=== design 1 ===
Fig. 1: design 1, a small window of the routed layout
Region (234, 234) to (259, 259) um. Cells in grey, sequential cells in the stronger grey; small squares are vias.
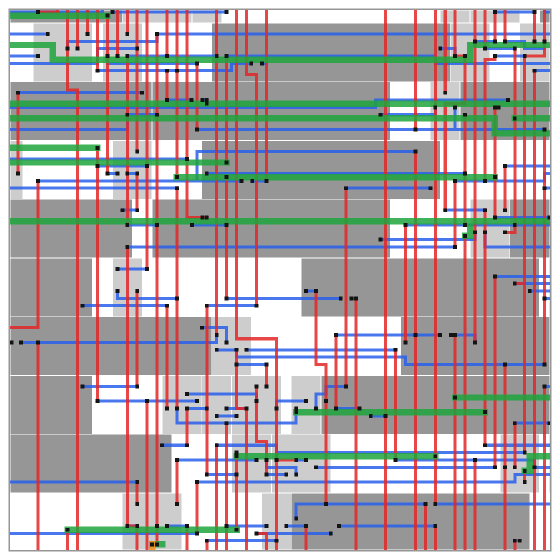
## src/rtl/note_pkg.sv

```systemverilog
// Shared types for the note event tracker: voice FSM states, the event record
// at the default configuration, and the "no note latched" code.
package note_pkg;

   localparam logic [7:0] NOTE_OFF_CODE = 8'hFF;

   typedef enum logic {IDLE = 1'b0, HELD = 1'b1} voice_state_t;

   typedef struct packed {
      logic [2:0]  voice;
      logic [7:0]  note;
      logic [7:0]  duration;
      logic [31:0] start;
      logic        sat;
   } note_event_t;

endpackage

```

## src/rtl/event_fifo.sv

```systemverilog
// Synchronous show-ahead FIFO: o_data is the head entry whenever o_empty is low.
// A push while full is ignored; the caller is expected to hold its data.
module event_fifo
   import note_pkg::*;
#(
   parameter int  DEPTH = 16,
   parameter type T     = note_event_t
) (
   input  logic i_clk,
   input  logic i_rst,
   input  logic i_push,
   input  T     i_data,
   input  logic i_pop,
   output T     o_data,
   output logic o_full,
   output logic o_empty
);

   localparam int AW = $clog2(DEPTH);

   T            r_mem [DEPTH];
   logic [AW:0] r_wp;
   logic [AW:0] r_rp;
   logic        w_push;
   logic        w_pop;

   // Pointers carry one extra wrap bit to tell full from empty.
   assign o_empty = (r_wp == r_rp);
   assign o_full  = (r_wp == {~r_rp[AW], r_rp[AW-1:0]});
   assign w_push  = i_push && !o_full;
   assign w_pop   = i_pop && !o_empty;
   assign o_data  = r_mem[r_rp[AW-1:0]];

   always_ff @(posedge i_clk) begin
      if (i_rst) begin
         r_wp <= '0;
         r_rp <= '0;
      end else begin
         if (w_push) r_wp <= r_wp + (AW+1)'(1);
         if (w_pop)  r_rp <= r_rp + (AW+1)'(1);
      end
   end

   always_ff @(posedge i_clk) begin
      if (w_push) r_mem[r_wp[AW-1:0]] <= i_data;
   end

endmodule

```

## src/rtl/note_event_tracker.sv

```systemverilog
// Multi-voice note-duration tracker: BPM-locked tick generator, per-voice
// IDLE/HELD FSMs with one-entry pending slots, a priority arbiter and an event FIFO.
module note_event_tracker
   import note_pkg::*;
#(
   parameter int  NUM_VOICES     = 5,
   parameter int  CLK_HZ         = 100_000_000,
   parameter int  TICKS_PER_BEAT = 4,
   parameter int  DUR_WIDTH      = 8,
   parameter int  TS_WIDTH       = 32,
   parameter int  FIFO_DEPTH     = 16,
   localparam int VW             = (NUM_VOICES > 1) ? $clog2(NUM_VOICES) : 1
) (
   input  logic                         clk_in,
   input  logic                         rst_in,
   input  logic                         valid_note_in,
   input  logic [NUM_VOICES-1:0][3:0]   note_value_array,
   input  logic [NUM_VOICES-1:0][3:0]   octave_count,
   input  logic [NUM_VOICES-1:0]        note_on_in,
   input  logic [7:0]                   bpm,
   output logic                         evt_valid_out,
   input  logic                         evt_ready_in,
   output logic [VW-1:0]                evt_voice_out,
   output logic [7:0]                   evt_note_out,
   output logic [DUR_WIDTH-1:0]         evt_duration_out,
   output logic [TS_WIDTH-1:0]          evt_start_out,
   output logic                         evt_sat_out,
   output logic                         overflow_out,
   output logic                         tick_out
);

   localparam longint unsigned PERIOD = 64'(CLK_HZ) * 64'd60;
   localparam int              ACC_W  = $clog2(PERIOD) + 2;
   localparam logic [ACC_W-1:0]     ACC_PERIOD = ACC_W'(PERIOD);
   localparam logic [DUR_WIDTH-1:0] DUR_MAX    = '1;

   // Same layout as note_event_t, sized by this instance's parameters.
   typedef struct packed {
      logic [VW-1:0]        voice;
      logic [7:0]           note;
      logic [DUR_WIDTH-1:0] duration;
      logic [TS_WIDTH-1:0]  start;
      logic                 sat;
   } evt_t;

   logic [ACC_W-1:0]    r_acc;
   logic [ACC_W-1:0]    w_sum;
   logic                r_tick;
   logic [TS_WIDTH-1:0] r_ts;
   logic [TS_WIDTH-1:0] w_ts_next;

   voice_state_t                         r_state [NUM_VOICES];
   voice_state_t                         w_state_nxt [NUM_VOICES];
   logic [NUM_VOICES-1:0][7:0]           r_note, w_note_nxt;
   logic [NUM_VOICES-1:0][TS_WIDTH-1:0]  r_start, w_start_nxt;
   logic [NUM_VOICES-1:0][DUR_WIDTH-1:0] r_dur, w_dur_nxt;
   logic [NUM_VOICES-1:0]                w_close;
   evt_t [NUM_VOICES-1:0]                w_close_evt;

   logic [NUM_VOICES-1:0] r_pend_vld;
   evt_t [NUM_VOICES-1:0] r_pend;
   logic [NUM_VOICES-1:0] w_grant;
   logic                  w_push;
   evt_t                  w_push_evt;
   logic                  r_ovf;

   evt_t w_head;
   evt_t w_out;
   logic w_full;
   logic w_empty;
   logic w_pop;

   assign w_sum     = r_acc + ACC_W'(bpm) * ACC_W'(TICKS_PER_BEAT);
   // r_tick is the pulse; the count steps at the end of the pulse cycle, so
   // anything starting in that cycle takes the post-increment count.
   assign w_ts_next = r_ts + TS_WIDTH'(r_tick);

   always_ff @(posedge clk_in) begin
      if (rst_in) begin
         r_acc  <= '0;
         r_tick <= 1'b0;
         r_ts   <= '0;
      end else begin
         if (w_sum >= ACC_PERIOD) begin
            r_acc  <= w_sum - ACC_PERIOD;
            r_tick <= 1'b1;
         end else begin
            r_acc  <= w_sum;
            r_tick <= 1'b0;
         end
         if (r_tick) r_ts <= r_ts + TS_WIDTH'(1);
      end
   end

   always_comb begin
      logic [7:0]           note_in;
      logic [DUR_WIDTH-1:0] dur_now;
      note_in = '0;
      dur_now = '0;
      for (int v = 0; v < NUM_VOICES; v++) begin
         note_in = {note_value_array[v], octave_count[v]};
         dur_now = r_dur[v];
         if (r_state[v] == HELD && r_tick && r_dur[v] != DUR_MAX)
            dur_now = r_dur[v] + DUR_WIDTH'(1);
         w_state_nxt[v] = r_state[v];
         w_note_nxt[v]  = r_note[v];
         w_start_nxt[v] = r_start[v];
         w_dur_nxt[v]   = dur_now;
         w_close[v]     = 1'b0;
         w_close_evt[v] = '{voice: VW'(v), note: r_note[v], duration: dur_now,
                            start: r_start[v], sat: (dur_now == DUR_MAX)};
         if (valid_note_in) begin
            case (r_state[v])
               IDLE: if (note_on_in[v]) begin
                  w_state_nxt[v] = HELD;
                  w_note_nxt[v]  = note_in;
                  w_start_nxt[v] = w_ts_next;
                  w_dur_nxt[v]   = '0;
               end
               HELD: if (!note_on_in[v]) begin
                  w_close[v]     = 1'b1;
                  w_state_nxt[v] = IDLE;
               end else if (note_in != r_note[v]) begin
                  w_close[v]     = 1'b1;
                  w_note_nxt[v]  = note_in;
                  w_start_nxt[v] = w_ts_next;
                  w_dur_nxt[v]   = '0;
               end
            endcase
         end
      end
   end

   always_ff @(posedge clk_in) begin
      for (int v = 0; v < NUM_VOICES; v++) begin
         if (rst_in) begin
            r_state[v] <= IDLE;
            r_note[v]  <= NOTE_OFF_CODE;
            r_start[v] <= '0;
            r_dur[v]   <= '0;
         end else begin
            r_state[v] <= w_state_nxt[v];
            r_note[v]  <= w_note_nxt[v];
            r_start[v] <= w_start_nxt[v];
            r_dur[v]   <= w_dur_nxt[v];
         end
      end
   end

   // Lowest-indexed full slot wins; nothing moves while the FIFO is full.
   always_comb begin
      w_grant    = '0;
      w_push     = 1'b0;
      w_push_evt = '0;
      if (!w_full) begin
         for (int v = 0; v < NUM_VOICES; v++) begin
            if (r_pend_vld[v] && !w_push) begin
               w_grant[v] = 1'b1;
               w_push     = 1'b1;
               w_push_evt = r_pend[v];
            end
         end
      end
   end

   // A slot being drained this cycle can accept a new close without loss.
   always_ff @(posedge clk_in) begin
      if (rst_in) begin
         r_pend_vld <= '0;
         r_pend     <= '0;
         r_ovf      <= 1'b0;
      end else begin
         for (int v = 0; v < NUM_VOICES; v++) begin
            if (w_close[v]) begin
               if (r_pend_vld[v] && !w_grant[v]) begin
                  r_ovf <= 1'b1;
               end else begin
                  r_pend_vld[v] <= 1'b1;
                  r_pend[v]     <= w_close_evt[v];
               end
            end else if (w_grant[v]) begin
               r_pend_vld[v] <= 1'b0;
            end
         end
      end
   end

   event_fifo #(.DEPTH(FIFO_DEPTH), .T(evt_t)) u_fifo (
      .i_clk   (clk_in),
      .i_rst   (rst_in),
      .i_push  (w_push),
      .i_data  (w_push_evt),
      .i_pop   (w_pop),
      .o_data  (w_head),
      .o_full  (w_full),
      .o_empty (w_empty)
   );

   assign evt_valid_out    = !w_empty;
   assign w_pop            = evt_valid_out && evt_ready_in;
   assign w_out            = w_empty ? '0 : w_head;
   assign evt_voice_out    = w_out.voice;
   assign evt_note_out     = w_out.note;
   assign evt_duration_out = w_out.duration;
   assign evt_start_out    = w_out.start;
   assign evt_sat_out      = w_out.sat;
   assign overflow_out     = r_ovf;
   assign tick_out         = r_tick;

endmodule

```

## config.mk

```make
export PLATFORM = sky130hd
export DESIGN_NAME = note_event_tracker
export DESIGN_NICKNAME = d
export VERILOG_FILES = /design/src/rtl/note_pkg.sv /design/src/rtl/event_fifo.sv /design/src/rtl/note_event_tracker.sv
export SDC_FILE = /design/constraint.sdc
export NUM_CORES = 2
export LEC_CHECK = 0
export ABC_AREA = 1
export CORE_MARGIN = 3
export CORE_UTILIZATION = 55
export CTS_CLUSTER_DIAMETER = 150
export DETAILED_ROUTE_END_ITERATION = 8
export PLACE_DENSITY = 0.72
export SYNTH_ARGS = -nofsm -noshare
export SYNTH_HDL_FRONTEND = slang
export SYNTH_SLANG_ARGS = --single-unit
```

## constraint.sdc

```tcl
create_clock -name clk_in -period 4.5 [get_ports clk_in]
set_input_delay 0.45 -clock clk_in [delete_from_list [all_inputs] [get_ports clk_in]]
set_output_delay 0.45 -clock clk_in [all_outputs]
set_load 0.01 [all_outputs]
```

==> results.py <==
# Metrics from the implementation run
metrics = {
    "grt": {
        "groute.usage.overall_pct": 29.2,
        "met2_usage_pct": 47.1,
        "grt_start_max_net_pins": 164,
    },
    "route": {
        "detailedRoute.firstIterationViolations": 4924,
        "route.vias.total": 43800,
        "detail_route.drc_violations": 0,
        "wire_per_inst_um": 22.2,
    },
    "timing": {
        "final-hold-violation-count": 0,
        "setup_total_negative_slack_ps": 0,
        "final_min_period_over_clock_period_pct": 94.6,
        "slew_viol_final": 0,
    },
    "synthesis": {
        "yosysChipArea_um2": 57500,
        "post_synth_instance_area_um2": 57500,
        "yosys_warnings": 0,
        "enable_flop_cells": 832,
        "syn-instance-count": 5674,
    },
    "pwr": {
        "flop_latch_power_mw": 14.1,
        "finalPower_mw": 30.7,
        "p_comb_share_pct": 14.4,
        "psw_mw": 8.10,
        "cellInternalPower_mw": 22.6,
    },
    "clock_tree": {
        "post_cts_buffers": 0,
        "cts_inserted_buffers": 144,
        "htreeDepth": 4,
    },
    "finish": {
        "area_share_clock_buf_inv_pct": 7.42,
        "final-nonclk-buf-share_pct": 3.77,
        "clock_buffer_count": 199,
    },
    "run_status": {
        "run_status": "finished clean",
    },
    "critical_path": {
        "worst-path-max-fanout": 114,
    },
}
## Picture notes: Fig. 1
[green] met3
[red] met2
[blue] met1
[orange] met4
cells with their middle in the window: 30
most frequent: edfxtp_1 (12), o21ai_0 (7), nor2_1 (5)
netlist names of flops here include: `u_fifo.r_mem` (12)
sequential cells in the window: 12

-- metrics by stage --
step | hold slack [ps] | instances
3_3_place_gp | 438 | 6953
6_report | 221 | 7220
5_1_grt | 226 | 7220
4_1_cts | 181 | 7219
2_1_floorplan | 429 | 5674
3_5_place_dp | 443 | 6953
-- sequential cells by signal, summed over array words and instances, names as in the netlist, 5 cells and up, named ones only --
name / cells
r_state: 5
r_pend_vld: 5
u_fifo.r_rp: 5
r_note: 40
r_start: 160
r_pend: 249
r_ts: 32
u_fifo.r_wp: 5
r_acc: 33
r_dur: 40
u_fifo.r_mem: 832
-- worst max-delay path: cells and delay by family, from the launching register on --
family	cells	cell delay (ps)
AOI/OAI and AO/OA	3	710
and+or+nand+nor	1	90
DFF	1	520
buffers and inverters	3	1690
-- final timing paths --
kind	start	end	slack, ps	cells past startpoint
worst max-delay path	flip-flop	evt_start_out[1]	240	7
worst min-delay path	rst_in	r_state[0]	220	2
worst max register to register	r_acc[2]	r_acc[24]	1050	19
worst min register to register	r_start[90]	r_pend[131]	450	2
-- logic make-up after synthesis --
family	Yosys count
muxes	2
AOI/OAI and AO/OA	1633
adders and majority gates	23
xor gates and xnor gates	95
DFF	1412
and+or+nand+nor	1756
buffers and inverters	753

=== design 2 ===
<file path="src/rtl/turbo_pkg.sv">
// Shared constants for the turbo RX packer: PB word counts, pb_size codes, FSM states, CRC-32 constants.
// Latency: n/a (package only).
// Backpressure: n/a (package only).
package turbo_pkg;

  // Words per PHY block, 32-bit words
  localparam int PB_WORDS_16  = 4;
  localparam int PB_WORDS_136 = 34;
  localparam int PB_WORDS_520 = 130;

  // pb_size encodings; 2'b11 aliases PB520
  localparam logic [1:0] PB_SIZE_16  = 2'b00;
  localparam logic [1:0] PB_SIZE_136 = 2'b01;
  localparam logic [1:0] PB_SIZE_520 = 2'b10;

  // FSM states
  localparam logic [1:0] ST_IDLE    = 2'd0;
  localparam logic [1:0] ST_COLLECT = 2'd1;
  localparam logic [1:0] ST_DRAIN   = 2'd2;
  localparam logic [1:0] ST_DONE    = 2'd3;

  // CRC-32, MSB-first per byte, no final XOR
  localparam logic [31:0] CRC32_POLY = 32'h04C11DB7;
  localparam logic [31:0] CRC32_INIT = 32'hFFFFFFFF;

  // Advance a CRC-32 over one byte, bit 7 first
  function automatic logic [31:0] crc32_byte(input logic [31:0] crc, input logic [7:0] data);
    logic [31:0] c;
    c = crc;
    for (int i = 7; i >= 0; i--) begin
      if (c[31] ^ data[i]) c = {c[30:0], 1'b0} ^ CRC32_POLY;
      else                 c = {c[30:0], 1'b0};
    end
    return c;
  endfunction

endpackage

</file>
<file path="src/rtl/turbo_pack_fifo.sv">
// Synchronous FIFO (data + last) buffering packed words toward the master port.
// Latency: a push is visible on dout/~empty the cycle after it is written.
// Backpressure: push while full is accepted only when a pop happens in the same cycle; otherwise it is discarded.
module turbo_pack_fifo
  import turbo_pkg::*;
#(
  parameter int DEPTH = 8,
  parameter int WIDTH = 33
) (
  input  logic             clk,
  input  logic             n_rst,
  input  logic             push,
  input  logic [WIDTH-1:0] din,
  output logic             full,
  input  logic             pop,
  output logic             empty,
  output logic [WIDTH-1:0] dout
);

  localparam int AW = $clog2(DEPTH);

  logic [WIDTH-1:0] mem [DEPTH];
  logic [AW:0]      wr_ptr;
  logic [AW:0]      rd_ptr;
  logic             do_push;
  logic             do_pop;

  // Pointers carry one extra wrap bit: equal -> empty, only the wrap bit differs -> full
  assign empty   = (wr_ptr == rd_ptr);
  assign full    = (wr_ptr[AW] != rd_ptr[AW]) && (wr_ptr[AW-1:0] == rd_ptr[AW-1:0]);
  assign do_pop  = pop & ~empty;
  // A simultaneous pop frees the slot being written, so push is honoured even when full
  assign do_push = push & (~full | do_pop);
  assign dout    = mem[rd_ptr[AW-1:0]];

  // Storage array; no reset needed since empty gates all reads
  always_ff @(posedge clk) begin
    if (do_push) mem[wr_ptr[AW-1:0]] <= din;
  end

  // Pointer update
  always_ff @(posedge clk or negedge n_rst) begin
    if (!n_rst) begin
      wr_ptr <= '0;
      rd_ptr <= '0;
    end else begin
      if (do_push) wr_ptr <= wr_ptr + 1'b1;
      if (do_pop)  rd_ptr <= rd_ptr + 1'b1;
    end
  end

endmodule

</file>
<file path="src/rtl/turbo_rx_pack.sv">
// Packs 2-bit x4 de-interleaver beats into 32-bit words, FIFO-buffers them, frames each PB with m_last/done.
// Latency: word pushed on its 4th beat is on m_vld the next cycle at the earliest.
// Backpressure: upstream never stalls; FIFO absorbs m_rdy stalls, overflow drops the word and sets sticky ovf.
// Optional TURBO_PACK_CRC_EN: builds a CRC-32 over all PB bytes on crc_out; otherwise crc_out is 0.
module turbo_rx_pack
  import turbo_pkg::*;
#(
  parameter int FIFO_DEPTH = 8,
  parameter int CNT_W      = 8
) (
  input  logic        clk,
  input  logic        n_rst,
  input  logic        start,
  input  logic [1:0]  pb_size,
  input  logic [1:0]  rdata0,
  input  logic [1:0]  rdata1,
  input  logic [1:0]  rdata2,
  input  logic [1:0]  rdata3,
  input  logic        din_vld,
  output logic [31:0] m_data,
  output logic        m_vld,
  input  logic        m_rdy,
  output logic        m_last,
  output logic        busy,
  output logic        done,
  output logic        ovf,
  output logic [31:0] crc_out
);

  logic [1:0]       state;
  logic [1:0]       byte_cnt;
  logic [CNT_W-1:0] word_cnt;
  logic [CNT_W-1:0] last_idx;
  logic [23:0]      acc;
  logic             ovf_q;

  logic [7:0]       byte_in;
  logic             start_ok;
  logic             beat;
  logic             word_done;
  logic             is_last;
  logic             fifo_full;
  logic             fifo_empty;
  logic             pop;
  logic             drop;
  logic [32:0]      fifo_din;
  logic [32:0]      fifo_dout;

  assign byte_in   = {rdata3, rdata2, rdata1, rdata0};
  assign start_ok  = start & (state == ST_IDLE);
  assign beat      = din_vld & (state == ST_COLLECT);
  assign word_done = beat & (byte_cnt == 2'd3);
  assign is_last   = word_done & (word_cnt == last_idx);
  assign fifo_din  = {is_last, byte_in, acc};
  assign pop       = m_vld & m_rdy;
  assign drop      = word_done & fifo_full & ~pop;

  assign m_vld  = ~fifo_empty;
  assign m_data = fifo_dout[31:0];
  assign m_last = fifo_dout[32];
  assign busy   = (state == ST_COLLECT) | (state == ST_DRAIN);
  assign done   = (state == ST_DONE);
  assign ovf    = ovf_q;

  turbo_pack_fifo #(
    .DEPTH (FIFO_DEPTH),
    .WIDTH (33)
  ) u_fifo (
    .clk   (clk),
    .n_rst (n_rst),
    .push  (word_done),
    .din   (fifo_din),
    .full  (fifo_full),
    .pop   (pop),
    .empty (fifo_empty),
    .dout  (fifo_dout)
  );

  // PB sequencing; DRAIN exits on empty so a dropped final word still terminates the PB
  always_ff @(posedge clk or negedge n_rst) begin
    if (!n_rst) begin
      state <= ST_IDLE;
    end else begin
      case (state)
        ST_IDLE:    if (start)      state <= ST_COLLECT;
        ST_COLLECT: if (is_last)    state <= ST_DRAIN;
        ST_DRAIN:   if (fifo_empty) state <= ST_DONE;
        default:                    state <= ST_IDLE;
      endcase
    end
  end

  // Byte/word assembly and counters; word_cnt advances even when the word is dropped
  always_ff @(posedge clk or negedge n_rst) begin
    if (!n_rst) begin
      byte_cnt <= '0;
      word_cnt <= '0;
      last_idx <= '0;
      acc      <= '0;
    end else if (start_ok) begin
      byte_cnt <= '0;
      word_cnt <= '0;
      case (pb_size)
        PB_SIZE_16:  last_idx <= CNT_W'(PB_WORDS_16 - 1);
        PB_SIZE_136: last_idx <= CNT_W'(PB_WORDS_136 - 1);
        default:     last_idx <= CNT_W'(PB_WORDS_520 - 1);
      endcase
    end else if (beat) begin
      byte_cnt <= byte_cnt + 2'd1;
      case (byte_cnt)
        2'd0:    acc[7:0]   <= byte_in;
        2'd1:    acc[15:8]  <= byte_in;
        2'd2:    acc[23:16] <= byte_in;
        default: word_cnt   <= word_cnt + 1'b1;
      endcase
    end
  end

  // Sticky overflow, cleared only by an accepted start
  always_ff @(posedge clk or negedge n_rst) begin
    if (!n_rst)        ovf_q <= 1'b0;
    else if (start_ok) ovf_q <= 1'b0;
    else if (drop)     ovf_q <= 1'b1;
  end

`ifdef TURBO_PACK_CRC_EN
  logic [31:0] crc_q;

  // Running CRC over every collected byte, including bytes of dropped words
  always_ff @(posedge clk or negedge n_rst) begin
    if (!n_rst)        crc_q <= 32'h0;
    else if (start_ok) crc_q <= CRC32_INIT;
    else if (beat)     crc_q <= crc32_byte(crc_q, byte_in);
  end

  assign crc_out = crc_q;
`else
  assign crc_out = 32'h0;
`endif

endmodule

</file>
<file path="config.mk">
export PLATFORM = sky130hd
export DESIGN_NAME = turbo_rx_pack
export DESIGN_NICKNAME = d
export VERILOG_FILES = /design/src/rtl/turbo_pkg.sv /design/src/rtl/turbo_pack_fifo.sv /design/src/rtl/turbo_rx_pack.sv
export SDC_FILE = /design/constraint.sdc
export NUM_CORES = 1
export LEC_CHECK = 0
export CAP_MARGIN = 20
export CORE_ASPECT_RATIO = 1.1
export CORE_MARGIN = 4
export CORE_UTILIZATION = 33
export CTS_CLUSTER_SIZE = 30
export DETAILED_ROUTE_END_ITERATION = 16
export SLEW_MARGIN = 0
export SYNTH_ARGS = -nofsm -noshare
export SYNTH_HDL_FRONTEND = slang
export SYNTH_HIERARCHICAL = 1
export SYNTH_SLANG_ARGS = --single-unit
</file>
<file path="constraint.sdc">
create_clock -name clk -period 16.02 [get_ports clk]
set_input_delay 2.403 -clock clk [delete_from_list [all_inputs] [get_ports clk]]
set_output_delay 2.403 -clock clk [all_outputs]
set_load 0.02 [all_outputs]
</file>
Fig. 2: design 2, where the registers sit
Scale: 2 px per um. Other sequential cells in the stronger grey, the rest of the logic in the fainter grey.
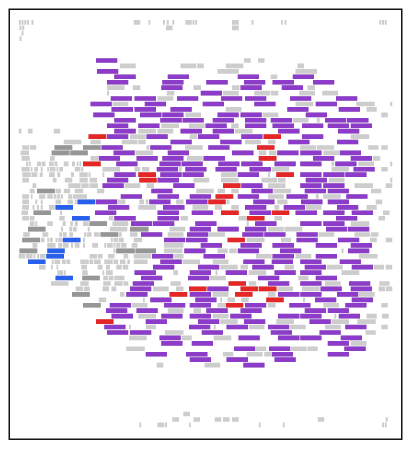
[red] `acc` | flops: 24
[purple] `u_fifo/mem` | flops: 264
[blue] `word_cnt` | flops: 8 | where: west
Flop+latch power: 1.11 mW
Final Core Density: 38.9%
share of the final layout cell area in sequential cells: 61.6%

==> results.py <==
# Metrics from the implementation run
metrics = {
    "synthesis": {
        "yosys_warnings": 6,
        "postSynthRegisterBits": 313,
        "topCombFamilyByArea": "multiplexers",
        "enable_flop_cells": 264,
    },
    "finish": {
        "fraction_of_layout_cells_with_a_size_suffix_above_1_pct": 27.2,
        "sequential_cell_area_um2": 9160,
        "clock_buffer_count": 45,
    },
    "clock_tree": {
        "cts-root-to-sink-buffers": 3,
        "cts-hold-fix-buffers": 0,
        "clock_tree_from_tritoncts": "yes",
        "clkSlewWorstSetupHoldPaths_ps": 60,
    },
    "die": {
        "fp.dieH_um": 214,
        "top_level_ports": 84,
        "tapCellCount": 500,
        "rows": 75,
    },
    "pwr": {
        "power-per-cell-area_nw_per_um2": 175,
        "power.static_leakage_nw": 5.05,
    },
    "critical_path": {
        "timing.critical_path.from_type": "flip-flop",
        "worstSetupPathType": "reg2out",
        "slowest_stage": "sky130_fd_sc_hd__dfrtp_4",
        "required_ps": 13620,
    },
    "timing": {
        "clock.fmax_mhz": 173,
        "tightest_slew_ps": 1070,
        "final_worst_setup_slack_ps": 10250,
    },
    "grt": {
        "antenna_found_initial": 0,
    },
    "run_status": {
        "run_status": "finished clean",
    },
}
==> path summary, 6_finish.rpt <==
kind / startpoint / to / slack, ps / depth (start not counted)
max reg2reg: u_fifo/rd_ptr[0] / u_fifo/mem[2][19] / 11860 / 7
min: last_idx[0] / last_idx[0] / 480 / 1
min in group asynchronous: n_rst / state[0] / 2020 / 2
max in group asynchronous: n_rst / u_fifo/rd_ptr[0] / 13470 / 2
max: u_fifo/rd_ptr[0] / m_data[26] / 10250 / 5
min reg2reg: last_idx[0] / last_idx[0] / 480 / 1
==> routing by layer <==
layer,part of all wire (%),track usage (%)
met1,44,15.5
met2,51,19.5
met3,4.1,2.09
met4,1.4,2.91
met5,0,0
==> critical path, delay by kind of cell (launching register included) <==
family	cells	cell delay (ps)
buffers and inverters	3	1330
DFF	1	650
muxes	2	870
==> registers in the layout (all words and copies together), names as in the netlist <==
register       flops
word_cnt           8
ovf                1
u_fifo/wr_ptr      4
byte_cnt           2
u_fifo/mem       264
last_idx           4
u_fifo/rd_ptr      4
acc               24
state              2
==> where the power goes <==
| group | internal (mW) | switching, mW |
|---|---|---|
| clock network | 0.446 | 0.306 |
| registers | 1.00 | 0.103 |
| logic | 0.394 | 0.349 |
| total | 1.84 | 0.757 |

=== design 3 ===
File: config.mk
export PLATFORM = sky130hd
export DESIGN_NAME = hd44780_cmd_arbiter
export DESIGN_NICKNAME = d
export VERILOG_FILES = /design/src/rtl/hd44780_cmd_arbiter.sv
export SDC_FILE = /design/constraint.sdc
export NUM_CORES = 1
export LEC_CHECK = 0
export ABC_AREA = 1
export CORE_ASPECT_RATIO = 1.2
export CORE_UTILIZATION = 30
export DETAILED_ROUTE_END_ITERATION = 10
export PLACE_DENSITY = 0.57
export REMOVE_ABC_BUFFERS = 1
export SETUP_SLACK_MARGIN = 0.05
export SLEW_MARGIN = 20
export SYNTH_ARGS = -nofsm -noshare
export SYNTH_HDL_FRONTEND = slang
export SYNTH_SLANG_ARGS = --single-unit
File: constraint.sdc
create_clock -name i_clk -period 1.82 [get_ports i_clk]
set_input_delay 0.364 -clock i_clk [delete_from_list [all_inputs] [get_ports i_clk]]
set_output_delay 0.364 -clock i_clk [all_outputs]
set_load 0.01 [all_outputs]
File: src/rtl/hd44780_cmd_arbiter.sv
// hd44780_cmd_arbiter: shares the HD44780 command port between two sequencers, burst-granted with LCD execution delays
module hd44780_cmd_arbiter #(
    parameter logic [10:0] SHORT_WAIT = 11'd32,
    parameter logic [10:0] LONG_WAIT  = 11'd1224,
    parameter logic [2:0]  SLOW_SEL   = 3'b110
) (
    input  logic       i_clk,
    input  logic       i_reset_n,
    input  logic       i_ena,
    input  logic       i_req0,
    input  logic       i_last0,
    input  logic       i_data0,
    input  logic [2:0] i_sel0,
    input  logic [3:0] i_val0,
    output logic       o_ack0,
    input  logic       i_req1,
    input  logic       i_last1,
    input  logic       i_data1,
    input  logic [2:0] i_sel1,
    input  logic [3:0] i_val1,
    output logic       o_ack1,
    output logic       o_strobe,
    output logic       o_data,
    output logic [2:0] o_sel,
    output logic [3:0] o_val,
    output logic       o_gnt,
    output logic       o_busy
);
    typedef enum logic [1:0] {IDLE, ISSUE, WAIT} state_t;
    state_t      state_q, state_d;
    logic        gnt_q, gnt_d;
    logic        last_q, last_d;
    logic [10:0] cnt_q, cnt_d;
    logic        strobe_q, strobe_d;
    logic        ack0_q, ack0_d;
    logic        ack1_q, ack1_d;
    logic        data_q, data_d;
    logic [2:0]  sel_q, sel_d;
    logic [3:0]  val_q, val_d;
    logic        win, owner_req, issue, pay_data;
    logic [2:0]  pay_sel;
    assign o_strobe = strobe_q;
    assign o_ack0   = ack0_q;
    assign o_ack1   = ack1_q;
    assign o_data   = data_q;
    assign o_sel    = sel_q;
    assign o_val    = val_q;
    assign o_gnt    = gnt_q;
    assign o_busy   = state_q != IDLE;
    // State register; reset aborts any burst or wait at once
    always_ff @(posedge i_clk or negedge i_reset_n) begin
        if (!i_reset_n) state_q <= IDLE;
        else            state_q <= state_d;
    end
    // Next state: bursts stay locked to the owner until last or an abandoned request
    always_comb begin
        win       = (i_req0 && i_req1) ? ~gnt_q : i_req1;
        owner_req = gnt_q ? i_req1 : i_req0;
        state_d   = state_q == IDLE  ? ((i_req0 || i_req1) ? ISSUE : IDLE) :
                    state_q == ISSUE ? WAIT :
                    state_q == WAIT  ? ((cnt_q != 11'd0) ? WAIT : (!last_q && owner_req) ? ISSUE : IDLE) :
                    IDLE;
    end
    // Output/datapath next values: payload, acks and delay counter load on entry to ISSUE
    always_comb begin
        issue    = state_d == ISSUE;
        gnt_d    = (issue && state_q == IDLE) ? win : gnt_q;
        pay_data = gnt_d ? i_data1 : i_data0;
        pay_sel  = gnt_d ? i_sel1 : i_sel0;
        strobe_d = issue;
        ack0_d   = issue && !gnt_d;
        ack1_d   = issue && gnt_d;
        data_d   = issue ? pay_data : data_q;
        sel_d    = issue ? pay_sel : sel_q;
        val_d    = issue ? (gnt_d ? i_val1 : i_val0) : val_q;
        last_d   = issue ? (gnt_d ? i_last1 : i_last0) : last_q;
        cnt_d    = issue ? ((!pay_data && pay_sel == SLOW_SEL) ? LONG_WAIT : SHORT_WAIT) :
                   (state_q == WAIT && i_ena && cnt_q != 11'd0) ? cnt_q - 11'd1 : cnt_q;
    end
    // Registered outputs and burst bookkeeping; o_gnt resets to 1 so port 0 wins the first tie
    always_ff @(posedge i_clk or negedge i_reset_n) begin
        if (!i_reset_n) begin
            gnt_q    <= 1'b1;
            last_q   <= 1'b0;
            cnt_q    <= 11'd0;
            strobe_q <= 1'b0;
            ack0_q   <= 1'b0;
            ack1_q   <= 1'b0;
            data_q   <= 1'b0;
            sel_q    <= 3'd0;
            val_q    <= 4'd0;
        end else begin
            gnt_q    <= gnt_d;
            last_q   <= last_d;
            cnt_q    <= cnt_d;
            strobe_q <= strobe_d;
            ack0_q   <= ack0_d;
            ack1_q   <= ack1_d;
            data_q   <= data_d;
            sel_q    <= sel_d;
            val_q    <= val_d;
        end
    end
endmodule

==> results.py <==
# Metrics from the implementation run
metrics = {
    "run_status": {
        "run_status": "finished clean",
    },
    "critical_path": {
        "crit_chain": "nor2_4, inv_1, clkdlybuf4s50_1",
        "crit_path_max_incr_delay_ps": 520,
        "worst-path-max-fanout": 3,
        "reg2reg_slack_ps": 210,
    },
    "finish": {
        "top_register": "cnt_q",
        "combAreaFraction_pct": 35.1,
        "num-multi-input-gates": 141,
        "nNonClkBuffers": 50,
        "area_growth_syn_to_layout_pct": 41.3,
        "area_share_clock_buf_inv_pct": 2.75,
    },
    "timing": {
        "finalSetupViolCount": 0,
        "tightest_slew_ps": 329,
        "max_slew_margin_pct": 78.1,
        "final-hold-violation-count": 0,
        "final.min_clock_period_ps": 1700,
    },
    "placed_design": {
        "port_buffers": 35,
        "dp.final_hpwl_um": 2460,
        "post_dp_cell_area_um2": 1930,
    },
    "grt": {
        "first_global_vias": 1276,
    },
    "route": {
        "drt_pass1_iterations": 4,
        "route.vias.total": 1261,
        "detailedRoute.firstIterationViolations": 23,
    },
    "job": {
        "openroad.warnings": 26,
    },
    "pwr": {
        "flop_latch_power_mw": 1.06,
    },
    "synthesis": {
        "ys_seq_share_pct": 46.0,
        "fraction_of_registers_with_async_set_reset_pct": 100,
        "synth.top_cells.by_area": "sky130_fd_sc_hd__dfrtp_1 44%, sky130_fd_sc_hd__nand2_1 15%, sky130_fd_sc_hd__nor2_1 6.9%",
        "yosysChipArea_um2": 1420,
    },
    "die": {
        "tapCellCount": 58,
    },
    "clock_tree": {
        "clkSlewWorstSetupHoldPaths_ps": 90,
    },
}
## Yosys cell counts, types with 2 or more instances
master                    number
sky130_fd_sc_hd__xnor2_1       2
sky130_fd_sc_hd__o21ai_1       3
sky130_fd_sc_hd__nand3_2       2
sky130_fd_sc_hd__ha_1          2
sky130_fd_sc_hd__nor2_1       26
sky130_fd_sc_hd__nand3_1      17
sky130_fd_sc_hd__nand2_1      57
sky130_fd_sc_hd__o21ai_0       7
sky130_fd_sc_hd__nor2_4        2
sky130_fd_sc_hd__dfrtp_1      25
sky130_fd_sc_hd__nor2_2        6
sky130_fd_sc_hd__o21ai_2       2
sky130_fd_sc_hd__nand2_2       3
sky130_fd_sc_hd__inv_1        11
sky130_fd_sc_hd__inv_2         3
## logic make-up (layout without fill, tap and decap cells)
family	count (synthesis)	after routing	synth area share, %
DFF	26	26	46.0
AOI/OAI and AO/OA	18	18	7.59
buffers and inverters	17	69	5.30
xor gates and xnor gates	3	3	1.85
and+or+nand+nor	118	118	37.5
adders and majority gates	2	2	1.76
## worst max-delay path, delay by kind of cell, from the launching register on
family,cells,cell delay [ps]
flip-flops,1,450
AND/OR/NAND/NOR,1,50
buffers and inverters,2,570
Fig. 3: design 3, congestion heat map
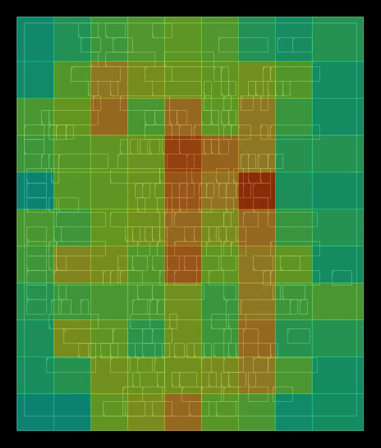
met3 capacity usage during global routing: 1.79%
met1 usage: 17.9%
gr busiest metal: met2
routed wire length per instance: 10.8 um

Fig. 4: design 3, where the registers sit
Scale: 6 px per um. Other sequential cells in the stronger grey, the rest of the logic in the fainter grey.
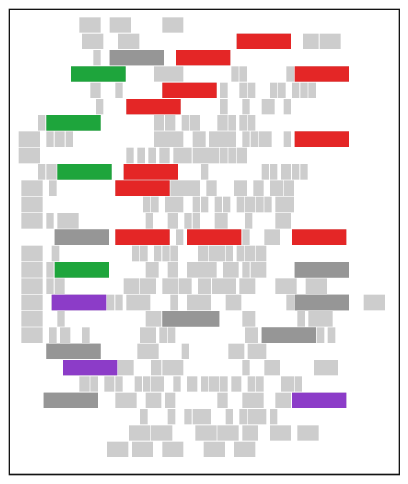
[purple] `o_sel` | flops: 3
[red] `cnt_q` | flops: 11
[green] `o_val` | flops: 4


=== design 4 ===
$ cat src/rtl/vga_cfg_arbiter.sv
// vga_cfg_arbiter: round-robin arbiter sharing the VGA configuration bus between N_REQ requesters.
// Define VGA_CFG_BOOT_EN to issue one internal (BOOT_ADDR, BOOT_DATA) transaction after reset.
`timescale 1ns/1ps
module vga_cfg_arbiter #(
   parameter int                      CONFIG_WIDTH = 2,
   parameter int                      N_REQ        = 4,
   parameter int                      ACK_WIN      = 8,
   parameter int                      TIMEOUT      = 1023,
   parameter int                      CNT_WIDTH    = 10,
   parameter logic [CONFIG_WIDTH-1:0] BOOT_ADDR    = 2'b10,
   parameter logic [CONFIG_WIDTH-1:0] BOOT_DATA    = 2'b00
) (
   input  logic                          clk,
   input  logic                          rst_n,
   input  logic [N_REQ-1:0]              req_valid,
   input  logic [N_REQ*CONFIG_WIDTH-1:0] req_addr,
   input  logic [N_REQ*CONFIG_WIDTH-1:0] req_data,
   output logic [N_REQ-1:0]              req_ready,
   output logic                          c_valid,
   output logic [CONFIG_WIDTH-1:0]       c_addr,
   output logic [CONFIG_WIDTH-1:0]       c_data,
   input  logic                          c_ready,
   output logic                          busy,
   output logic [2:0]                    grant_id,
   output logic                          done,
   output logic                          nack,
   output logic                          timeout
);

   // state      | meaning
   // IDLE       | arbitrate when a request is pending and c_ready = 1
   // ISSUE      | c_valid high for one cycle with the latched addr/data
   // ACK_WAIT   | wait up to ACK_WIN cycles for c_ready to fall
   // BUSY_WAIT  | wait up to TIMEOUT cycles for c_ready to rise
   // DONE       | one-cycle done pulse, nack/timeout valid, record last grant
   localparam logic [2:0] S_IDLE      = 3'd0;
   localparam logic [2:0] S_ISSUE     = 3'd1;
   localparam logic [2:0] S_ACK_WAIT  = 3'd2;
   localparam logic [2:0] S_BUSY_WAIT = 3'd3;
   localparam logic [2:0] S_DONE      = 3'd4;

`ifdef VGA_CFG_BOOT_EN
   localparam logic BOOT_INIT = 1'b1;
`else
   localparam logic BOOT_INIT = 1'b0;
`endif

   logic [2:0]              r_state;
   logic [CNT_WIDTH-1:0]    r_cnt;
   logic [2:0]              r_last_grant;
   logic [2:0]              r_grant_id;
   logic [CONFIG_WIDTH-1:0] r_addr;
   logic [CONFIG_WIDTH-1:0] r_data;
   logic                    r_nack;
   logic                    r_tmo;
   logic                    r_is_boot;
   logic                    r_boot_pend;

   logic                    w_found;
   logic [2:0]              w_win_idx;
   logic [3:0]              w_idx;
   logic [CONFIG_WIDTH-1:0] w_sel_addr;
   logic [CONFIG_WIDTH-1:0] w_sel_data;
   logic                    w_accept;

   // Search upward from last_grant+1, wrapping at N_REQ-1.
   always_comb begin
      w_found   = 1'b0;
      w_win_idx = '0;
      w_idx     = '0;
      for (int k = 1; k <= N_REQ; k++) begin
         w_idx = 4'(r_last_grant) + 4'(k);
         if (w_idx >= 4'(N_REQ))
            w_idx = w_idx - 4'(N_REQ);
         for (int i = 0; i < N_REQ; i++) begin
            if (!w_found && (w_idx == 4'(i)) && req_valid[i]) begin
               w_found   = 1'b1;
               w_win_idx = 3'(i);
            end
         end
      end
   end

   always_comb begin
      w_sel_addr = '0;
      w_sel_data = '0;
      for (int i = 0; i < N_REQ; i++) begin
         if (w_win_idx == 3'(i)) begin
            w_sel_addr = req_addr[i*CONFIG_WIDTH +: CONFIG_WIDTH];
            w_sel_data = req_data[i*CONFIG_WIDTH +: CONFIG_WIDTH];
         end
      end
   end

   // Gated by reset so the accept pulse cannot appear while reset is held.
   assign w_accept  = (r_state == S_IDLE) && !r_boot_pend && w_found && c_ready && !rst_n;
   assign req_ready = w_accept ? (N_REQ'(1) << w_win_idx) : '0;

   always_ff @(posedge clk or posedge rst_n) begin
      if (rst_n) begin
         r_state      <= S_IDLE;
         r_cnt        <= '0;
         r_last_grant <= 3'(N_REQ-1);
         r_grant_id   <= '0;
         r_addr       <= '0;
         r_data       <= '0;
         r_nack       <= 1'b0;
         r_tmo        <= 1'b0;
         r_is_boot    <= 1'b0;
         r_boot_pend  <= BOOT_INIT;
      end else begin
         case (r_state)
            S_IDLE: begin
               if (r_boot_pend && c_ready) begin
                  r_boot_pend <= 1'b0;
                  r_is_boot   <= 1'b1;
                  r_grant_id  <= '0;
                  r_addr      <= BOOT_ADDR;
                  r_data      <= BOOT_DATA;
                  r_state     <= S_ISSUE;
               end else if (w_accept) begin
                  r_grant_id <= w_win_idx;
                  r_addr     <= w_sel_addr;
                  r_data     <= w_sel_data;
                  r_state    <= S_ISSUE;
               end
            end
            S_ISSUE: begin
               r_cnt   <= '0;
               r_nack  <= 1'b0;
               r_tmo   <= 1'b0;
               r_state <= S_ACK_WAIT;
            end
            S_ACK_WAIT: begin
               // A c_ready fall on the limit cycle still counts as an acknowledge.
               if (!c_ready) begin
                  r_cnt   <= '0;
                  r_state <= S_BUSY_WAIT;
               end else if (r_cnt == CNT_WIDTH'(ACK_WIN-1)) begin
                  r_nack  <= 1'b1;
                  r_state <= S_DONE;
               end else begin
                  r_cnt <= r_cnt + CNT_WIDTH'(1);
               end
            end
            S_BUSY_WAIT: begin
               if (c_ready) begin
                  r_state <= S_DONE;
               end else if (r_cnt == CNT_WIDTH'(TIMEOUT-1)) begin
                  r_tmo   <= 1'b1;
                  r_state <= S_DONE;
               end else begin
                  r_cnt <= r_cnt + CNT_WIDTH'(1);
               end
            end
            S_DONE: begin
               if (!r_is_boot)
                  r_last_grant <= r_grant_id;
               r_is_boot <= 1'b0;
               r_nack    <= 1'b0;
               r_tmo     <= 1'b0;
               r_state   <= S_IDLE;
            end
            default: r_state <= S_IDLE;
         endcase
      end
   end

   assign c_valid  = (r_state == S_ISSUE);
   assign busy     = (r_state != S_IDLE);
   assign done     = (r_state == S_DONE);
   assign nack     = done & r_nack;
   assign timeout  = done & r_tmo;
   assign c_addr   = busy ? r_addr : '0;
   assign c_data   = busy ? r_data : '0;
   assign grant_id = r_grant_id;

endmodule

$ cat config.mk
export PLATFORM = sky130hd
export DESIGN_NAME = vga_cfg_arbiter
export DESIGN_NICKNAME = d
export VERILOG_FILES = /design/src/rtl/vga_cfg_arbiter.sv
export SDC_FILE = /design/constraint.sdc
export NUM_CORES = 1
export LEC_CHECK = 0
export CORE_MARGIN = 3
export CORE_UTILIZATION = 25
export DETAILED_ROUTE_END_ITERATION = 16
export SETUP_SLACK_MARGIN = 0.15
export SYNTH_ARGS = -nofsm -noshare
export SYNTH_HDL_FRONTEND = slang
export SYNTH_SLANG_ARGS = --single-unit
$ cat constraint.sdc
create_clock -name clk -period 3.6 [get_ports clk]
set_input_delay 0.72 -clock clk [delete_from_list [all_inputs] [get_ports clk]]
set_output_delay 0.72 -clock clk [all_outputs]
set_load 0.01 [all_outputs]
Fig. 5: design 4, congestion heat map
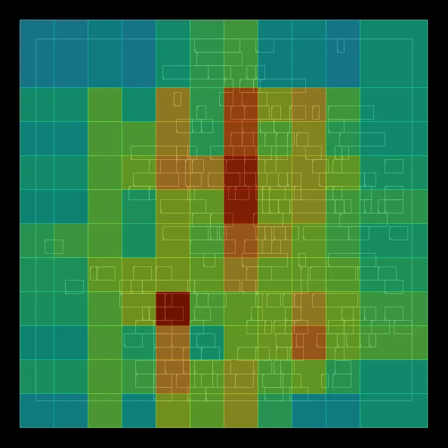
Final Core Density: 35.7%
gr busiest metal: met2

==> results.py <==
# Metrics from the implementation run
metrics = {
    "run_status": {
        "run_status": "finished clean",
    },
    "clock_tree": {
        "clock_tree_from_tritoncts": "yes",
        "cts-root-to-sink-buffers": 2,
        "cts-hold-fix-buffers": 0,
        "cts_num_sinks": 23,
        "clkSlewWorstSetupHoldPaths_ps": 80,
        "htreeDepth": 1,
    },
    "min_path": {
        "holdPathStages": 2,
        "whs_endpoint": "r_nack",
    },
    "critical_path": {
        "r2r_start": "r_cnt[3]",
        "cp_num_buf_inv": 2,
        "worstSetupPathType": "in2out",
        "reg2reg_slack_ps": 1500,
        "path_depth": 6,
        "largest_delay_share_family_worst_path": "buffers and inverters",
        "critical_path.most_common_cell": "sky130_fd_sc_hd__clkdlybuf4s50_1",
        "critical_path.endpoint": "req_ready[1]",
    },
    "route": {
        "drt_pass1_iterations": 4,
        "detail-route-antenna-nets": 0,
        "detail_route.drc_violations": 0,
        "detailedRoute.firstIterationViolations": 108,
        "wire_per_inst_um": 13.3,
        "route.detailed.vias_per_inst": 4.97,
    },
    "pwr": {
        "power-per-cell-area_nw_per_um2": 603,
        "worst_case_vdd_ir_drop_mv": 0.233,
        "power.static_leakage_nw": 0.853,
    },
    "grt": {
        "antenna_found_initial": 0,
        "grt.overflow.total": 0,
        "groute.usage.overall_pct": 12.0,
        "grt_pass1_wl_um": 6440,
        "grtUsageMet1_pct": 15.7,
        "grt_start_max_net_pins": 24,
        "first_global_vias": 1395,
    },
    "timing": {
        "finalSetupViolCount": 0,
        "grt_setup_unrepaired": "false",
        "clock.fmax_mhz": 296,
        "slew_viol_final": 0,
    },
    "synthesis": {
        "xor_area_share_pct": 2.38,
        "synth_simple_gate_area_share_pct": 26.4,
        "postSynthRegisterBits": 23,
        "yosys_cells": 165,
    },
    "finish": {
        "final_common_cell": "sky130_fd_sc_hd__clkdlybuf4s50_1",
    },
    "placed_design": {
        "dp_slack_ps": 152,
    },
    "die": {
        "fp.coreArea_um2": 5610,
    },
}
metal layers:
metal  vias up  wire length, um
met5         -                0
met4         0               30
met3         2              146
met2        29             1780
met1       671             1720
li1        675                -
per-stage QoR:
step	cells	power (mW)	area [um^2]	hold WS (ps)
5_1_grt	277	1.32	2000	546
2_1_floorplan	165	0.786	1470	454
6_report	277	1.21	2000	504
3_5_place_dp	273	1.05	1950	488
4_1_cts	277	1.23	2000	510
3_3_place_gp	273	1.05	1950	478
final cells by class:
class,instances,area (um^2)
Timing Repair Buffer,43,415
Tap cell,72,90.1
Inverter,10,37.5
Fill cell,587,3600
Multi-Input combinational cell,125,833
Clock buffer,3,41.3
Clock inverter,1,7.51
Sequential cell,23,578
worst register-to-register path, delay by kind of cell (launching register included):
kind,cells,cell delay (ps)
flip-flops,1,420
AND/OR/NAND/NOR,3,1200
AND-OR/OR-AND,2,360
power breakdown:
group	total (mW)	internal, mW	leakage, nW	switching, mW
clock	0.166	0.0784	0.0217	0.0877
sequential	0.438	0.342	0.292	0.0959
combinational	0.604	0.315	0.540	0.290
total	1.21	0.735	0.853	0.473

=== design 5 ===
<file path="src/rtl/bcd_down_counter_pkg.sv">
// Shared definitions for the BCD down-counter: state encoding, digit limits
// and helpers for turning arbitrary load values into legal BCD.
package bcd_down_counter_pkg;

  typedef enum logic [1:0] {
    ST_IDLE    = 2'd0,
    ST_RUN     = 2'd1,
    ST_EXPIRED = 2'd2
  } state_t;

  localparam logic [3:0] BCD_MAX           = 4'd9;
  localparam int         DIV_WIDTH_DEFAULT = 27;

  function automatic logic [3:0] clamp_digit(input logic [3:0] d);
    return (d > BCD_MAX) ? BCD_MAX : d;
  endfunction

  // Each nibble is clamped on its own, so 8'hAF becomes 8'h99.
  function automatic logic [7:0] clamp_bcd(input logic [7:0] v);
    return {clamp_digit(v[7:4]), clamp_digit(v[3:0])};
  endfunction

endpackage

</file>
<file path="src/rtl/bcd_digit_dec.sv">
// Combinational single-digit BCD decrementer with borrow chaining.
// A borrow into digit 0 wraps to BCD_MAX and propagates the borrow onward.
module bcd_digit_dec
  import bcd_down_counter_pkg::*;
(
  input  logic [3:0] digit,
  input  logic       borrow_in,
  output logic [3:0] next_digit,
  output logic       borrow_out
);

  always_comb begin
    next_digit = digit;
    borrow_out = 1'b0;
    if (borrow_in) begin
      if (digit == 4'd0) begin
        next_digit = BCD_MAX;
        borrow_out = 1'b1;
      end else begin
        next_digit = digit - 4'd1;
      end
    end
  end

endmodule

</file>
<file path="src/rtl/bcd_down_counter.sv">
// Two-digit BCD countdown timer with a prescaler-based clock enable,
// load-priority control and a single-cycle done pulse on expiry.
module bcd_down_counter
  import bcd_down_counter_pkg::*;
#(
  parameter int DIV_WIDTH = DIV_WIDTH_DEFAULT
) (
  input  logic       clk,
  input  logic       reset,
  input  logic       load,
  input  logic [7:0] load_val,
  input  logic       en,
  output logic [7:0] q,
  output logic       running,
  output logic       zero,
  output logic       done
);

  state_t               r_state;
  state_t               w_state_next;
  logic [7:0]           r_q;
  logic [7:0]           w_q_next;
  logic [DIV_WIDTH-1:0] r_presc;
  logic [DIV_WIDTH-1:0] w_presc_next;
  logic                 r_done;
  logic                 w_done_next;

  logic                 w_tick;
  logic [7:0]           w_load_clamped;
  logic [3:0]           w_ones_dec;
  logic [3:0]           w_tens_dec;
  logic                 w_ones_borrow;
  logic                 w_tens_borrow;
  logic [7:0]           w_q_dec;

  assign w_tick         = (r_state == ST_RUN) && en && (&r_presc);
  assign w_load_clamped = clamp_bcd(load_val);

  bcd_digit_dec u_ones (
    .digit      (r_q[3:0]),
    .borrow_in  (w_tick),
    .next_digit (w_ones_dec),
    .borrow_out (w_ones_borrow)
  );

  bcd_digit_dec u_tens (
    .digit      (r_q[7:4]),
    .borrow_in  (w_ones_borrow),
    .next_digit (w_tens_dec),
    .borrow_out (w_tens_borrow)
  );

  assign w_q_dec = {w_tens_dec, w_ones_dec};

  always_ff @(posedge clk or posedge reset) begin
    if (reset) begin
      r_state <= ST_IDLE;
      r_q     <= 8'h00;
      r_presc <= '0;
      r_done  <= 1'b0;
    end else begin
      r_state <= w_state_next;
      r_q     <= w_q_next;
      r_presc <= w_presc_next;
      r_done  <= w_done_next;
    end
  end

  always_comb begin
    w_state_next = r_state;
    w_q_next     = r_q;
    w_presc_next = r_presc;
    w_done_next  = 1'b0;
    if (load) begin
      w_q_next     = w_load_clamped;
      w_presc_next = '0;
      w_state_next = (w_load_clamped != 8'h00) ? ST_RUN : ST_EXPIRED;
    end else begin
      case (r_state)
        ST_RUN: begin
          if (en) begin
            w_presc_next = r_presc + DIV_WIDTH'(1);
            if (w_tick) begin
              // A tens underflow cannot occur from a nonzero count; treat it as expiry anyway.
              if (w_tens_borrow || (w_q_dec == 8'h00)) begin
                w_q_next     = 8'h00;
                w_state_next = ST_EXPIRED;
                w_done_next  = 1'b1;
              end else begin
                w_q_next = w_q_dec;
              end
            end
          end
        end
        ST_EXPIRED: w_q_next = 8'h00;
        ST_IDLE:    w_q_next = r_q;
        default:    w_state_next = ST_IDLE;
      endcase
    end
  end

  assign q       = r_q;
  assign running = (r_state == ST_RUN);
  assign zero    = (r_q == 8'h00);
  assign done    = r_done;

endmodule
</file>
<file path="config.mk">
export PLATFORM = sky130hd
export DESIGN_NAME = bcd_down_counter
export DESIGN_NICKNAME = d
export VERILOG_FILES = /design/src/rtl/bcd_down_counter_pkg.sv /design/src/rtl/bcd_digit_dec.sv /design/src/rtl/bcd_down_counter.sv
export SDC_FILE = /design/constraint.sdc
export NUM_CORES = 1
export LEC_CHECK = 0
export CAP_MARGIN = 40
export CORE_MARGIN = 10
export CORE_UTILIZATION = 63
export CTS_BUF_LIST = sky130_fd_sc_hd__clkbuf_4
export CTS_CLUSTER_SIZE = 14
export DETAILED_ROUTE_END_ITERATION = 6
export PLACE_DENSITY = 0.95
export SLEW_MARGIN = 25
export SYNTH_ARGS = -nofsm -noshare
export SYNTH_HDL_FRONTEND = slang
export SYNTH_SLANG_ARGS = --single-unit
</file>
<file path="constraint.sdc">
create_clock -name clk -period 5 [get_ports clk]
set_input_delay 0.75 -clock clk [delete_from_list [all_inputs] [get_ports clk]]
set_output_delay 0.75 -clock clk [all_outputs]
set_load 0.005 [all_outputs]
</file>
Fig. 6: design 5, congestion heat map
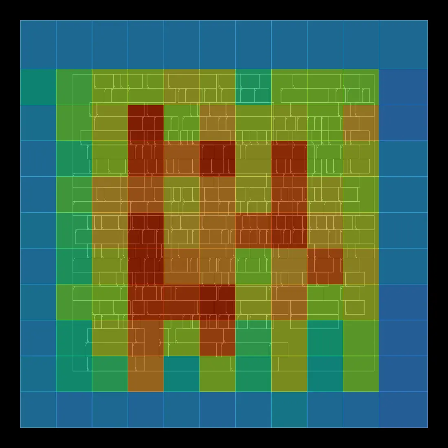
gr busiest metal: met2
Final Core Density: 74.1%
met3 capacity usage during global routing: 5.01%
routed wire length per instance: 15.1 um
combined global-route utilization of all metal layers: 15.9%

Fig. 7: design 5, signal wires on met1
Scale: 4 px per um.
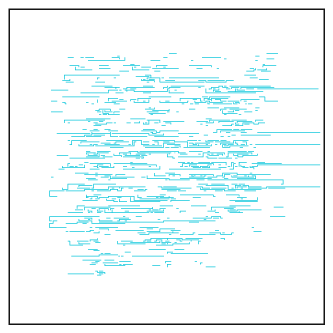
nets with wire on the layer: 247
wire length on this layer: 1990 um
share of all routed wire: 42%

==> results.py <==
# Metrics from the implementation run
metrics = {
    "critical_path": {
        "reg2regPathDepth": 7,
        "cp_num_buf_inv": 3,
        "r2r_start": "q[0]",
        "required_ps": 4250,
        "slowest_stage": "sky130_fd_sc_hd__clkdlybuf4s50_1",
        "timing.critical_path.from": "q[0]",
        "worst_r2r_endpoint": "r_state[0]",
        "critical_path.most_common_cell": "sky130_fd_sc_hd__inv_1",
        "worstSetupEndpointType": "primary output",
    },
    "min_path": {
        "timing.hold.worst.class": "reg2reg",
        "holdPathStages": 2,
    },
    "run_status": {
        "run_status": "finished clean",
    },
    "finish": {
        "final_cell_mix": "39 x sky130_fd_sc_hd__nor2_1, 38 x sky130_fd_sc_hd__dfrtp_1, 22 x sky130_fd_sc_hd__clkdlybuf4s50_1, 17 x sky130_fd_sc_hd__nand2_1, 16 x sky130_fd_sc_hd__a21oi_1",
        "area_growth_syn_to_layout_pct": 14.4,
        "sequential_cell_area_um2": 951,
        "nets": 277,
        "antenna_cells_inserted": 0,
    },
    "pwr": {
        "psw_mw": 0.147,
        "worst_case_vdd_ir_drop_mv": 0.169,
        "sequential_share_of_power_pct": 59.3,
    },
    "job": {
        "openroad.warnings": 26,
    },
    "grt": {
        "antenna_found_initial": 0,
        "grt_start_max_net_pins": 39,
        "grt.overflow.total": 0,
    },
    "clock_tree": {
        "cts-hold-fix-buffers": 0,
        "cts_inserted_buffers": 5,
        "cts-root-to-sink-buffers": 2,
    },
    "route": {
        "drt_pass1_iterations": 4,
        "route.vias.total": 1871,
        "detailedRoute.firstIterationViolations": 137,
    },
    "synthesis": {
        "yosysMostFrequentCell": "sky130_fd_sc_hd__nor2_1",
        "enable_flop_cells": 0,
        "ys_seq_share_pct": 44.3,
        "yosys_cells": 238,
        "synth.top_cells.by_area": "sky130_fd_sc_hd__dfrtp_1 44%, sky130_fd_sc_hd__nor2_1 6.8%, sky130_fd_sc_hd__xor2_1 4.5%",
        "synth.avg_cell_area_um2": 9.02,
    },
    "timing": {
        "clock.fmax_mhz": 309,
        "slew_viol_final": 0,
        "max_slew_margin_pct": 44.4,
        "tightest_slew_ps": 827,
        "final-hold-violation-count": 0,
    },
    "placed_design": {
        "dp.final_hpwl_um": 3420,
        "port_buffers": 22,
    },
    "die": {
        "initial_core_utilization_pct": 64.8,
    },
}
==> stage by stage <==
stage               power (mW)  hold slack (ps)  setup WS, ps  instances  util, %
global route             0.579              589          1520        310     74.1
CTS                      0.556              560          1760        310     74.1
finish                   0.551              557          1760        310     74.1
global placement         0.412              522          2060        302     72.7
detailed placement       0.414              530          1990        302     72.7
floorplan                0.375              504          2870        238        -
==> cells by family after synthesis <==
kind of cell    count (synthesis)  share of synthesized area, %
buf+inv                        15                          3.09
flops                          38                          44.3
xor+xnor                       21                          8.57
simple gates                  113                          28.7
mux                             3                          1.40
fa+ha+maj                       2                          1.17
compound gates                 46                          12.7
==> flip-flops by register name, summed over array words and instances (netlist names) <==
signal / cells
r_state: 2
q: 8
done: 1
r_presc: 27
==> per-layer routing <==
layer | up-vias | GRT usage, % | wire length [um]
li1 | 905 | - | -
met4 | 0 | 6.09 | 92
met5 | - | 0 | 0
met3 | 12 | 5.01 | 381
met1 | 888 | 18.4 | 1990
met2 | 66 | 26.9 | 2220
==> cell type report <==
type,instances,share of cell area [%]
multi-input combinational,185,46.0
sequential,38,38.7
timing repair buffer,24,9.58
tap,46,2.34
clock buffer,5,1.53
inverter,9,1.38
clock inverter,3,0.459


==> notes/layouts.md <==
Pictures saved along the way, in no particular order.

Gate families picked out.
panel A
Scale: 3 px per um.
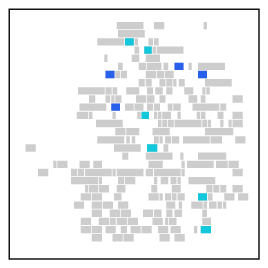
panel B
Scale: 4 px per um.
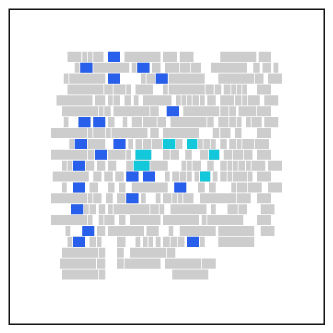
panel C
Scale: 4 px per um.
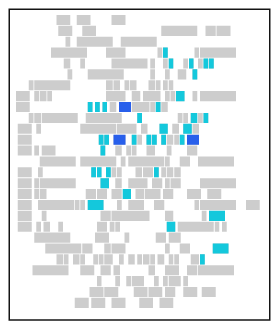
design 5 -> panel B
design 3 -> panel C
design 4 -> panel A

No activity file was given, so power comes from the tool's default toggle rates.
